==================== block 1
==> src/rtl/rf_wb_sched.sv <==
// rf_wb_sched - write-back scheduler for the register file's single write port.
//
// Several execute-stage units (ALU, LSU, MUL/DIV, ...) compete for one RF
// write port. A round-robin arbiter grants one of them per cycle. The granted
// write is registered once and then driven straight onto RFWr/A3/WD. A
// pending-write scoreboard (one bit per architectural register) lets decode
// stall on RAW hazards against instructions whose result has not committed yet.
//
// Ports
//   clk, rst              clock, synchronous active-high reset
//   req_valid/req_ready   per-requester handshake (ready is one-hot or zero)
//   req_addr/req_data     packed per-requester dest reg / write data
//   iss_valid/iss_rd      decode issues a writer of iss_rd (sets scoreboard)
//   chk_a1/chk_a2         decode source operands checked against scoreboard
//   hazard                a source operand has a write still in flight
//   rf_wr/rf_a3/rf_wd     register file write port
//   pend                  scoreboard contents, for visibility
module rf_wb_sched #(
  parameter int NREQ = 3,
  parameter int AW   = 5,
  parameter int DW   = 32
) (
  input  logic                 clk,
  input  logic                 rst,
  input  logic [NREQ-1:0]      req_valid,
  output logic [NREQ-1:0]      req_ready,
  input  logic [NREQ*AW-1:0]   req_addr,
  input  logic [NREQ*DW-1:0]   req_data,
  input  logic                 iss_valid,
  input  logic [AW-1:0]        iss_rd,
  input  logic [AW-1:0]        chk_a1,
  input  logic [AW-1:0]        chk_a2,
  output logic                 hazard,
  output logic                 rf_wr,
  output logic [AW-1:0]        rf_a3,
  output logic [DW-1:0]        rf_wd,
  output logic [(2**AW)-1:0]   pend
);

  localparam int PW   = (NREQ > 1) ? $clog2(NREQ) : 1;
  localparam int NREG = 2**AW;

  logic [PW-1:0]   rr_ptr_q, rr_ptr_d;
  logic            rf_wr_q,  rf_wr_d;
  logic [AW-1:0]   rf_a3_q,  rf_a3_d;
  logic [DW-1:0]   rf_wd_q,  rf_wd_d;
  logic [NREG-1:0] pend_q,   pend_d;

  logic            xfer;
  logic [PW-1:0]   gnt_idx;
  logic [NREQ-1:0] gnt;
  logic [AW-1:0]   gnt_addr;
  logic [DW-1:0]   gnt_data;
  int              scan_idx;

  // Round-robin scan: start at rr_ptr, wrap, take the first valid requester.
  // Reset suppresses the grant so nothing is accepted and then lost.
  always_comb begin
    xfer     = 1'b0;
    gnt_idx  = '0;
    scan_idx = 0;
    for (int k = 0; k < NREQ; k++) begin
      scan_idx = (int'(rr_ptr_q) + k) % NREQ;
      if (!xfer && req_valid[scan_idx]) begin
        xfer    = 1'b1;
        gnt_idx = PW'(scan_idx);
      end
    end
    if (rst) begin
      xfer = 1'b0;
    end
    gnt      = xfer ? (NREQ'(1) << gnt_idx) : '0;
    gnt_addr = req_addr[int'(gnt_idx)*AW +: AW];
    gnt_data = req_data[int'(gnt_idx)*DW +: DW];
  end

  assign req_ready = gnt;

  always_comb begin
    rr_ptr_d = rr_ptr_q;
    if (xfer) begin
      rr_ptr_d = (int'(gnt_idx) == NREQ - 1) ? '0 : gnt_idx + 1'b1;
    end

    // Writes to r0 complete the handshake but never reach the register file.
    rf_wr_d = xfer && (gnt_addr != '0);
    rf_a3_d = rf_a3_q;
    rf_wd_d = rf_wd_q;
    if (rf_wr_d) begin
      rf_a3_d = gnt_addr;
      rf_wd_d = gnt_data;
    end

    // Clear happens on the edge the RF commits; a same-cycle issue to the
    // same register is a newer producer, so the set is applied last and wins.
    pend_d = pend_q;
    if (rf_wr_q) begin
      pend_d[rf_a3_q] = 1'b0;
    end
    if (iss_valid && (iss_rd != '0)) begin
      pend_d[iss_rd] = 1'b1;
    end
    pend_d[0] = 1'b0;
  end

  always_ff @(posedge clk) begin
    if (rst) begin
      rr_ptr_q <= '0;
      rf_wr_q  <= 1'b0;
      rf_a3_q  <= '0;
      rf_wd_q  <= '0;
      pend_q   <= '0;
    end else begin
      rr_ptr_q <= rr_ptr_d;
      rf_wr_q  <= rf_wr_d;
      rf_a3_q  <= rf_a3_d;
      rf_wd_q  <= rf_wd_d;
      pend_q   <= pend_d;
    end
  end

  // No bypass: the hazard only drops once the committing edge has cleared pend.
  assign hazard = ((chk_a1 != '0) && pend_q[chk_a1]) ||
                  ((chk_a2 != '0) && pend_q[chk_a2]);

  assign rf_wr = rf_wr_q;
  assign rf_a3 = rf_a3_q;
  assign rf_wd = rf_wd_q;
  assign pend  = pend_q;

endmodule

==> config.mk <==
export PLATFORM = sky130hd
export DESIGN_NAME = rf_wb_sched
export DESIGN_NICKNAME = d
export VERILOG_FILES = /design/src/rtl/rf_wb_sched.sv
export SDC_FILE = /design/constraint.sdc
export NUM_CORES = 1
export LEC_CHECK = 0
export ABC_AREA = 1
export CAP_MARGIN = 20
export CORE_AREA = 2 2 103 105
export CTS_CLUSTER_DIAMETER = 50
export DETAILED_ROUTE_END_ITERATION = 8
export DIE_AREA = 0 0 105 107
export GPL_TIMING_DRIVEN = 0
export PLACE_DENSITY_LB_ADDON = 0.12
export SKIP_CTS_REPAIR_TIMING = 1
export SYNTH_ARGS = -nofsm -noshare
export SYNTH_HDL_FRONTEND = slang
export SYNTH_SLANG_ARGS = --single-unit
export TNS_END_PERCENT = 100
==> constraint.sdc <==
create_clock -name clk -period 6.9 [get_ports clk]
set_clock_uncertainty 0.05 [all_clocks]
set_input_delay 1.725 -clock clk [delete_from_list [all_inputs] [get_ports clk]]
set_output_delay 1.725 -clock clk [all_outputs]
set_load 0.02 [all_outputs]
==================== block 2
## config.mk

```make
export PLATFORM = sky130hd
export DESIGN_NAME = div_seq_flat
export DESIGN_NICKNAME = d
export VERILOG_FILES = /design/src/rtl/div_seq_if.sv /design/src/rtl/div_seq.sv /design/src/flat_wrapper.sv
export SDC_FILE = /design/constraint.sdc
export NUM_CORES = 1
export LEC_CHECK = 0
export CAP_MARGIN = 20
export CORE_MARGIN = 2
export CORE_UTILIZATION = 50
export DETAILED_ROUTE_END_ITERATION = 10
export MAX_ROUTING_LAYER = met4
export PLACE_DENSITY = 0.76
export SKIP_CTS_REPAIR_TIMING = 1
export SYNTH_ARGS = -nofsm -noshare
export SYNTH_HDL_FRONTEND = slang
export SYNTH_SLANG_ARGS = --single-unit
```

## constraint.sdc

```tcl
create_clock -name clk -period 5.4 [get_ports clk]
set_input_delay 0.81 -clock clk [delete_from_list [all_inputs] [get_ports clk]]
set_output_delay 0.81 -clock clk [all_outputs]
set_load 0.02 [all_outputs]
```

## src/rtl/div_seq_if.sv

```systemverilog
// Execute-stage <-> sequential divider handshake bundle.
// The pipeline drives the request side; the divider returns result and status.
interface div_seq_if;
  logic        div_start;
  logic        div_signed;
  logic [31:0] dividend;
  logic [31:0] divisor;
  logic        annul;
  logic [63:0] div_res;
  logic        div_ready;
  logic        div_busy;
  logic        div_dbz;
  logic        stallreq_div;

  modport master (
    output div_start, div_signed, dividend, divisor, annul,
    input  div_res, div_ready, div_busy, div_dbz, stallreq_div
  );

  modport slave (
    input  div_start, div_signed, dividend, divisor, annul,
    output div_res, div_ready, div_busy, div_dbz, stallreq_div
  );
endinterface

```

## src/rtl/div_seq.sv

```systemverilog
// Multi-cycle radix-2 restoring divider for DIV/DIVU; result is {remainder, quotient}.
// Operates on magnitudes and applies signs on the final iteration.
module div_seq #(
  parameter int CYCLES = 32
) (
  input  logic     clk,
  input  logic     rst_n,
  div_seq_if.slave bus
);
  localparam int CW = $clog2(CYCLES);

  typedef enum logic [1:0] {FREE, DBZ, ON, END} state_t;

  state_t        state, state_nxt;
  logic [CW-1:0] cnt;
  logic [31:0]   quo;
  logic [31:0]   dvs;
  logic [32:0]   rem;
  logic          q_neg;
  logic          r_neg;

  logic [31:0] a_mag, b_mag;
  logic [32:0] rem_sh, rem_step;
  logic [31:0] quo_step, quo_fix, rem_fix;
  logic        q_bit, last;

  assign a_mag = (bus.div_signed && bus.dividend[31]) ? -bus.dividend : bus.dividend;
  assign b_mag = (bus.div_signed && bus.divisor[31])  ? -bus.divisor  : bus.divisor;

  // One restoring step: shift the next dividend bit into the partial remainder.
  assign rem_sh   = {rem[31:0], quo[31]};
  assign q_bit    = (rem_sh >= {1'b0, dvs});
  assign rem_step = q_bit ? (rem_sh - {1'b0, dvs}) : rem_sh;
  assign quo_step = {quo[30:0], q_bit};
  assign last     = (cnt == CW'(CYCLES - 1));
  assign quo_fix  = q_neg ? -quo_step : quo_step;
  assign rem_fix  = r_neg ? -rem_step[31:0] : rem_step[31:0];

  assign bus.div_busy     = (state == ON);
  assign bus.stallreq_div = rst_n & bus.div_start & ~bus.div_ready & ~bus.annul;

  // NOTE: sequential state uses non-blocking assignments so every register
  // samples pre-edge values regardless of statement order.
  always_ff @(posedge clk) begin
    if (!rst_n) state <= FREE;
    else        state <= state_nxt;
  end

  // NOTE: next-state defaults to the current state first, so no path leaves
  // state_nxt unassigned and no latch is inferred.
  always_comb begin
    state_nxt = state;
    if (bus.annul) begin
      state_nxt = FREE;
    end else begin
      case (state)
        FREE: if (bus.div_start) state_nxt = (bus.divisor == 32'd0) ? DBZ : ON;
        DBZ:  state_nxt = END;
        ON:   if (last) state_nxt = END;
        END:  if (!bus.div_start) state_nxt = FREE;
        default: state_nxt = FREE;
      endcase
    end
  end

  always_ff @(posedge clk) begin
    if (!rst_n) begin
      cnt           <= '0;
      quo           <= '0;
      dvs           <= '0;
      rem           <= '0;
      q_neg         <= 1'b0;
      r_neg         <= 1'b0;
      bus.div_res   <= '0;
      bus.div_ready <= 1'b0;
      bus.div_dbz   <= 1'b0;
    end else if (bus.annul) begin
      // Flush drops any partial or held result so it is never presented.
      bus.div_res   <= '0;
      bus.div_ready <= 1'b0;
      bus.div_dbz   <= 1'b0;
    end else begin
      case (state)
        FREE: begin
          if (bus.div_start && bus.divisor != 32'd0) begin
            cnt   <= '0;
            quo   <= a_mag;
            dvs   <= b_mag;
            rem   <= '0;
            q_neg <= bus.div_signed & (bus.dividend[31] ^ bus.divisor[31]);
            r_neg <= bus.div_signed & bus.dividend[31];
          end
        end
        DBZ: begin
          bus.div_res <= '0;
          bus.div_dbz <= 1'b1;
        end
        ON: begin
          quo <= quo_step;
          rem <= rem_step;
          cnt <= cnt + 1'b1;
          if (last) bus.div_res <= {rem_fix, quo_fix};
        end
        END: begin
          if (bus.div_start) begin
            bus.div_ready <= 1'b1;
          end else begin
            bus.div_ready <= 1'b0;
            bus.div_dbz   <= 1'b0;
            bus.div_res   <= '0;
          end
        end
        default: ;
      endcase
    end
  end
endmodule

```

## src/flat_wrapper.sv

```systemverilog
// flat-port wrapper written by rule: the top's interface ports become plain ports
module div_seq_flat 
#(
  parameter int CYCLES = 32
)
  (clk, rst_n, bus_div_start, bus_div_signed, bus_dividend, bus_divisor, bus_annul, bus_div_res, bus_div_ready, bus_div_busy, bus_div_dbz, bus_stallreq_div);
  div_seq_if bus_i ();
  input  logic clk;
  input  logic rst_n;
  input wire logic [$bits(bus_i.div_start)-1:0] bus_div_start;
  input wire logic [$bits(bus_i.div_signed)-1:0] bus_div_signed;
  input wire logic [$bits(bus_i.dividend)-1:0] bus_dividend;
  input wire logic [$bits(bus_i.divisor)-1:0] bus_divisor;
  input wire logic [$bits(bus_i.annul)-1:0] bus_annul;
  output wire logic [$bits(bus_i.div_res)-1:0] bus_div_res;
  output wire logic [$bits(bus_i.div_ready)-1:0] bus_div_ready;
  output wire logic [$bits(bus_i.div_busy)-1:0] bus_div_busy;
  output wire logic [$bits(bus_i.div_dbz)-1:0] bus_div_dbz;
  output wire logic [$bits(bus_i.stallreq_div)-1:0] bus_stallreq_div;
  assign bus_i.div_start = bus_div_start;
  assign bus_i.div_signed = bus_div_signed;
  assign bus_i.dividend = bus_dividend;
  assign bus_i.divisor = bus_divisor;
  assign bus_i.annul = bus_annul;
  assign bus_div_res = bus_i.div_res;
  assign bus_div_ready = bus_i.div_ready;
  assign bus_div_busy = bus_i.div_busy;
  assign bus_div_dbz = bus_i.div_dbz;
  assign bus_stallreq_div = bus_i.stallreq_div;
  div_seq #(.CYCLES(CYCLES)) u_core (.clk(clk), .rst_n(rst_n), .bus(bus_i));
endmodule
```

==================== block 3
## src/rtl/spi1_pkg.sv

```systemverilog
// spi1_pkg: shared types and widths for the SPI1-to-PET-bus bridge.
package spi1_pkg;
  localparam int SPI1_ADDR_WIDTH = 17;
  localparam int SPI1_DATA_WIDTH = 8;

  typedef enum logic [1:0] {IDLE, WAIT_GRANT, ACCESS, DONE} spi1_state_t;

  typedef struct packed {
    logic [SPI1_ADDR_WIDTH-1:0] addr;
    logic                       rw_n;
    logic [SPI1_DATA_WIDTH-1:0] data;
  } spi1_req_t;
endpackage

```

## src/rtl/spi1_bus_bridge.sv

```systemverilog
// spi1_bus_bridge: performs one byte access on the PET bus during the MCU slot
// for each SPI1 transaction, then completes a four-phase valid/ready handshake.
module spi1_bus_bridge
  import spi1_pkg::*;
#(
  parameter int ACCESS_CYCLES = 2
) (
  input  logic                       clk_i,
  input  logic                       reset_ni,
  input  logic [SPI1_ADDR_WIDTH-1:0] spi_addr_i,
  input  logic                       spi_rw_ni,
  input  logic [SPI1_DATA_WIDTH-1:0] spi_data_i,
  input  logic                       spi_valid_i,
  output logic [SPI1_DATA_WIDTH-1:0] spi_data_o,
  output logic                       spi_ready_o,
  input  logic                       grant_i,
  output logic [SPI1_ADDR_WIDTH-1:0] bus_addr_o,
  output logic [SPI1_DATA_WIDTH-1:0] bus_data_o,
  input  logic [SPI1_DATA_WIDTH-1:0] bus_data_i,
  output logic                       bus_rw_no,
  output logic                       bus_en_o
);
  localparam logic [3:0] CNT_LOAD = 4'(ACCESS_CYCLES - 1);

  spi1_state_t               state_q;
  spi1_req_t                 req_q;
  logic [3:0]                cnt_q;
  logic                      en_q;
  logic                      ready_q;
  logic [SPI1_DATA_WIDTH-1:0] dout_q;

  // Bus side is fed only from the holding register, so SPI input changes after latch never reach the bus.
  assign bus_addr_o  = req_q.addr;
  assign bus_rw_no   = req_q.rw_n;
  assign bus_data_o  = req_q.data;
  assign bus_en_o    = en_q;
  assign spi_ready_o = ready_q;
  assign spi_data_o  = dout_q;

  always_ff @(posedge clk_i or negedge reset_ni) begin
    if (!reset_ni) begin
      state_q <= IDLE;
      req_q   <= '{addr: '0, rw_n: 1'b1, data: '0};
      cnt_q   <= '0;
      en_q    <= 1'b0;
      ready_q <= 1'b0;
      dout_q  <= '0;
    end else begin
      case (state_q)
        IDLE: if (spi_valid_i) begin
          req_q   <= '{addr: spi_addr_i, rw_n: spi_rw_ni, data: spi_data_i};
          state_q <= WAIT_GRANT;
        end
        WAIT_GRANT: if (grant_i) begin
          state_q <= ACCESS;
          en_q    <= 1'b1;
          cnt_q   <= CNT_LOAD;
        end
        ACCESS: if (cnt_q == '0) begin
          en_q    <= 1'b0;
          ready_q <= 1'b1;
          state_q <= DONE;
          if (req_q.rw_n) dout_q <= bus_data_i;
        end else begin
          cnt_q <= cnt_q - 4'd1;
        end
        DONE: if (!spi_valid_i) begin
          ready_q <= 1'b0;
          state_q <= IDLE;
        end
        default: state_q <= IDLE;
      endcase
    end
  end
endmodule

```

## config.mk

```make
export PLATFORM = sky130hd
export DESIGN_NAME = spi1_bus_bridge
export DESIGN_NICKNAME = d
export VERILOG_FILES = /design/src/rtl/spi1_pkg.sv /design/src/rtl/spi1_bus_bridge.sv
export SDC_FILE = /design/constraint.sdc
export NUM_CORES = 1
export LEC_CHECK = 0
export ABC_AREA = 1
export CAP_MARGIN = 20
export CORE_UTILIZATION = 40
export DETAILED_ROUTE_END_ITERATION = 10
export PLACE_DENSITY = 0.73
export SYNTH_ARGS = -nofsm -noshare
export SYNTH_HDL_FRONTEND = slang
export SYNTH_SLANG_ARGS = --single-unit
```

## constraint.sdc

```tcl
create_clock -name clk_i -period 1.8 [get_ports clk_i]
set_input_delay 0.36 -clock clk_i [delete_from_list [all_inputs] [get_ports clk_i]]
set_output_delay 0.36 -clock clk_i [all_outputs]
set_load 0.05 [all_outputs]
```

Figure 1. Routing congestion map (block 3).
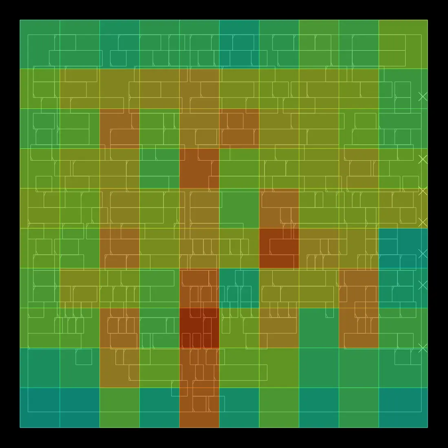
WL per Instance: 13.3 microns
GRT Max-Usage Layer: met2
met1 usage: 21.9%

Figure 2. Signal wires by layer (block 3).
Drawn at 6 px/micron.
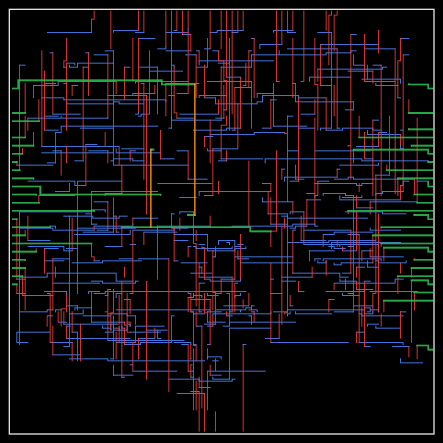
- red: M2 (wire length 1780 microns)
- green: M3 (wire length 305 microns)
- blue: M1 (wire length 1670 microns)
- orange: M4 (wire length 34.7 microns)

==> run_results.csv, block 3 <==
group,metric,value,unit
run,maxCapViolations,0,
detailed_routing,via_per_inst,4.83,
final_timing,slew_violations,0,
synth,ys_seq_elements,42,
global_routing,use_met3,5.56,%
detailed_routing,drc,14,
outcome,violations,"design-rule violations",
worst_setup_path,cp_slowest_cell,"dfrtp_1",
worst_setup_path,path_max_fanout,9,
final_timing,rsz0062_at_grt,"no",
floorplanning,die_area,4980,sq um
synth,synth-xor-area-share,0.466,%
worst_setup_path,crit_top_cell,"nand2_1",
placed_design,place_inst,277,
global_routing,grt_max_degree,43,
clock_network,htree_levels,2,
final_timing,fin_crit_sh,87.0,%
worst_setup_path,worstSetupPathDepth,7,
global_routing,grt_pass1_vias,1420,
global_routing,grt_pass1_wl,6420,microns
run,openroad.warnings,30,
hold_path,min_path_type,"in2async",
floorplanning,ios,74,
worst_setup_path,cp.arrival,1.74,ns
clock_network,cts_sinks,42,
outcome,status,"finished, violations left",
final_layout,area_delta_synth_final,41.9,%
floorplanning,num_rows,24,
final_layout,drive_gt1_share,34.3,%
placed_design,port_buffers,73,
final_layout,stdcell_area,2670,sq um
clock_network,post_cts_buffers,0,
placed_design,dpl_cell_area,2580,sq um
final_timing,clock-skew-final,0.0124,ns
detailed_routing,postRouteWirelength,3800,microns
worst_setup_path,start_kind,"flop",
synth,synth-adder-area-share,3.99,%
worst_setup_path,r2r_cells,7,
synth,top_cell_area_share,54.6,%
detailed_routing,drtIter0Drc,64,
-- block 3: cell usage after synthesis --
cell / instances
buf_12: 2
or2_2: 1
nor2_2: 1
clkbuf_1: 1
dfstp_2: 1
inv_1: 8
o21ai_0: 4
ha_1: 6
inv_2: 2
o21ai_1: 2
xnor2_1: 1
nor2_1: 3
dfrtp_1: 41
nand4_1: 3
mux2_4: 20
nand2_2: 1
mux2_2: 6
nand2_4: 1
o211ai_1: 1
nand3_1: 13
nand2_1: 35
-- block 3: through the flow --
| stage | utilization [%] | setup WS, ns |
|---|---|---|
| global placement | 58.0 | 0.143 |
| floorplan | - | 0.431 |
| global route | 60.0 | 0.0604 |
| detailed placement | 58.0 | 0.112 |
| finish | 60.0 | 0.234 |
| CTS | 60.0 | 0.213 |
-- block 3: layout make-up --
| cell class | instances | area, sq um |
|---|---|---|
| multi-input combinational | 98 | 746 |
| fill | 387 | 1780 |
| sequential | 42 | 1050 |
| clock inverter | 3 | 21.3 |
| inverter | 10 | 37.5 |
| timing repair buffer | 75 | 676 |
| tap | 52 | 65.1 |
| clock buffer | 5 | 68.8 |
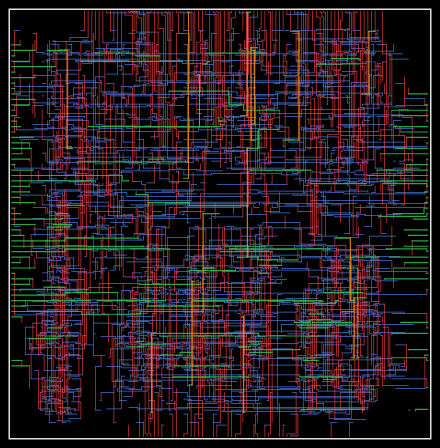
Figure 3: block 1, signal wires by layer.
Drawn at 4 px/micron.
- red: M2 (wire length 7960 microns)
- orange: M4 (wire length 391 microns)
- green: M3 (wire length 1440 microns)
- blue: M1 (wire length 7080 microns)
GRT Total Usage: 29.1%
Total Wirelength: 16900 microns
via count: 5877

Figure 4. Routing congestion map (block 1).
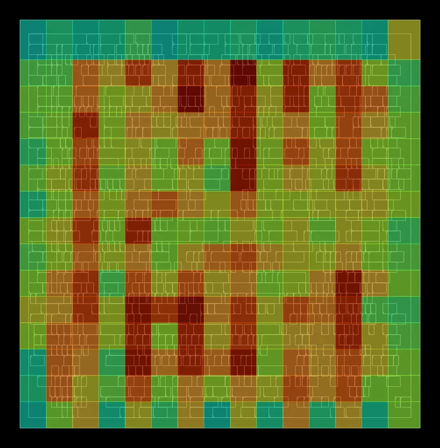
met1 usage: 37.4%
met3 Usage GRT: 7.42%
Util after Layout: 68.5%
WL per Instance: 15.6 microns
met2 usage: 47.8%

==> run_results.csv, block 1 <==
group,metric,value,unit
worst_setup_path,regToRegStartpoint,"rr_ptr_q[0]",
worst_setup_path,cp.arrival,4.12,ns
final_layout,clkbuf_count,12,
detailed_routing,drtIter0Drc,355,
final_timing,hold_ws,0.438,ns
outcome,status,"finished, final reports clean",
final_timing,slew_violations,0,
synth,synth_area_leader_cell,"dfxtp_1",
final_timing,max_clock_freq,170,MHz
global_routing,grt_pass1_vias,5570,
hold_path,min_from,"rf_wd[7]",
global_routing,grt_pass1_wl,26600,microns
placed_design,place_inst,1067,
floorplanning,initCoreUtil,44.7,%
floorplanning,die_x,105,microns
placed_design,gp_congestion,0.872,
final_layout,area_delta_synth_final,53.2,%
synth,synthArstFlopShare,0,%
synth,top_cell,"nand2_1",
floorplanning,die_area,11200,sq um
final_layout,comb_area,2700,sq um
final_layout,antenna_cells,0,
==> block 1: kinds of logic after synthesis <==
kind of cell | Yosys count
AND-OR/OR-AND | 200
adder cells (fa/ha/maj) | 4
buffers and inverters | 88
flip-flops | 71
other | 1
AND/OR/NAND/NOR | 364
==> block 1: registers in the layout, summed over array words and instances (netlist names) <==
name      flops
rf_wr         1
rf_wd        32
pend         31
rr_ptr_q      2
rf_a3         5
==> block 1: critical path, cell delays in order <==
cell and delay, ns:
clkdlybuf4s50_1 0.54, clkbuf_1 0.38, o21ai_0 0.19, o22ai_1 0.24
o211ai_1 0.11, nand3_1 0.10, nor2_1 0.05, o221ai_1 0.15
clkdlybuf4s50_1 0.63
==> block 1: routing by layer <==
| layer | routed length (microns) | part of all wire, % | track usage, % |
|---|---|---|---|
| met5 | 0 | 0 | 0 |
| met1 | 7080 | 42 | 37.4 |
| met4 | 391 | 2.3 | 9.14 |
| met3 | 1440 | 8.5 | 7.42 |
| met2 | 7960 | 47 | 47.8 |
Figure 5. Signal wires by layer (block 2).
Drawn at 3 px/micron.
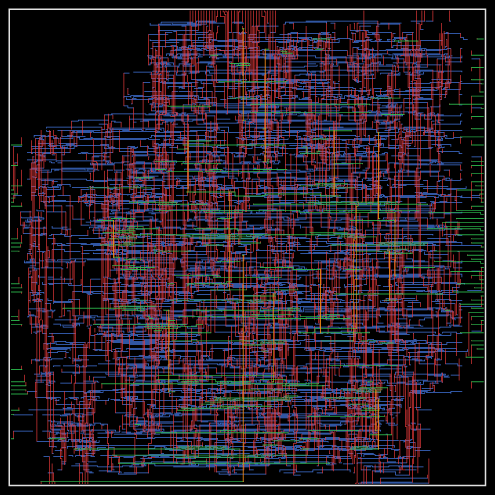
- blue: M1 (wire length 17100 microns)
- red: M2 (wire length 15100 microns)
- green: M3 (wire length 2900 microns)
- orange: M4 (wire length 475 microns)

Figure 6. PDN straps and rails (block 2).
Drawn at 3 px/micron. Pins as bars on the die edge. Tap cells in gray.
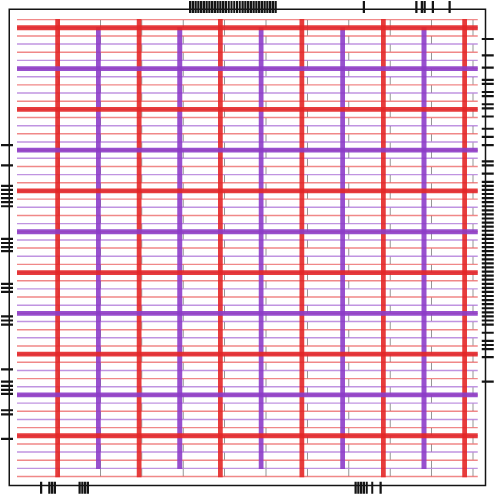
- purple: VDD
- red: VSS
- met4 straps: 11
- rows: 56

==> run_results.csv, block 2 <==
group,metric,value,unit
detailed_routing,vias,11700,
final_layout,drive_gt1_share,6.45,%
placed_design,place_ws,0.367,ns
floorplanning,num_rows,56,
final_timing,clock-skew-final,0.0150,ns
clock_network,cts_tree,"built",
outcome,status,"finished, final reports clean",
final_layout,most-common-layout-cells,"204 x nand2_1, 171 x dfxtp_1, 135 x clkdlybuf4s50_1",
clock_network,htree_levels,4,
hold_path,hold_end,"u_core.bus.div_res[63]",
floorplanning,ios,137,
synth,yosys-top-cells-area,"dfxtp_1 29%, nand2_1 6.4%, xnor2_1 5.5%, xor2_1 4.9%, ha_1 4.4%",
final_timing,finalHoldViolCount,0,
worst_setup_path,r2r_setup_slack,0.40,ns
synth,syn_area,11900,sq um
detailed_routing,wire_per_inst,18.2,microns
worst_setup_path,cp.arrival,5.29,ns
synth,ys_seq_share,28.8,%
placed_design,hpwl,27000,microns
hold_path,min_path_cells,2,
-- block 2: kinds of logic (layout without fill, tap and decap cells) --
kind of cell             after synthesis  after routing  synth area share, %
flip-flops                           171            171                 28.8
multiplexers                          10             10                0.926
adder cells (fa/ha/maj)               43             43                 4.59
AND/OR/NAND/NOR                      593            593                 23.9
AND-OR/OR-AND                        444            444                 26.1
buffers and inverters                152            240                 5.21
XOR/XNOR                             142            142                 10.5
-- block 2: cell type report --
| cell class | count | area (sq um) | area share [%] |
|---|---|---|---|
| Multi-Input combinational cell | 1232 | 7910 | 56.3 |
| Sequential cell | 171 | 3420 | 24.4 |
| Timing Repair Buffer | 156 | 1520 | 10.8 |
| Clock buffer | 17 | 425 | 3.03 |
| Tap cell | 319 | 399 | 2.84 |
| Inverter | 52 | 195 | 1.39 |
| Clock inverter | 15 | 169 | 1.20 |


==> screenshots <==
Clock wires, drivers and flops.
image #1
Drawn at 6 px/micron.
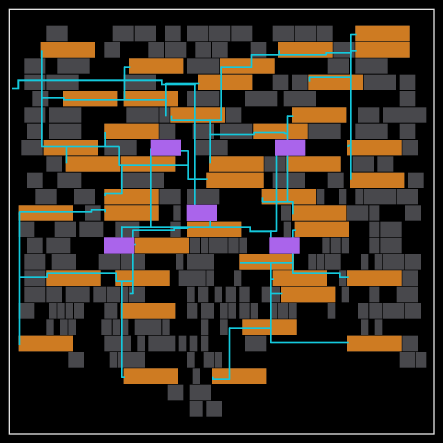
image #2
Drawn at 2 px/micron.
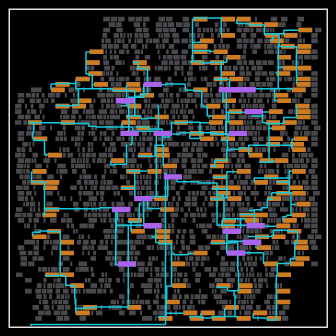
image #3
Drawn at 4 px/micron.
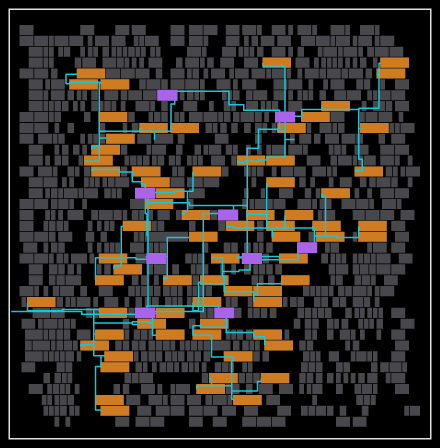
block 1 -> image #3
block 2 -> image #2
block 3 -> image #1
The one with the most sequential cells is image #2.
The one with the fewest sequential cells is image #1.

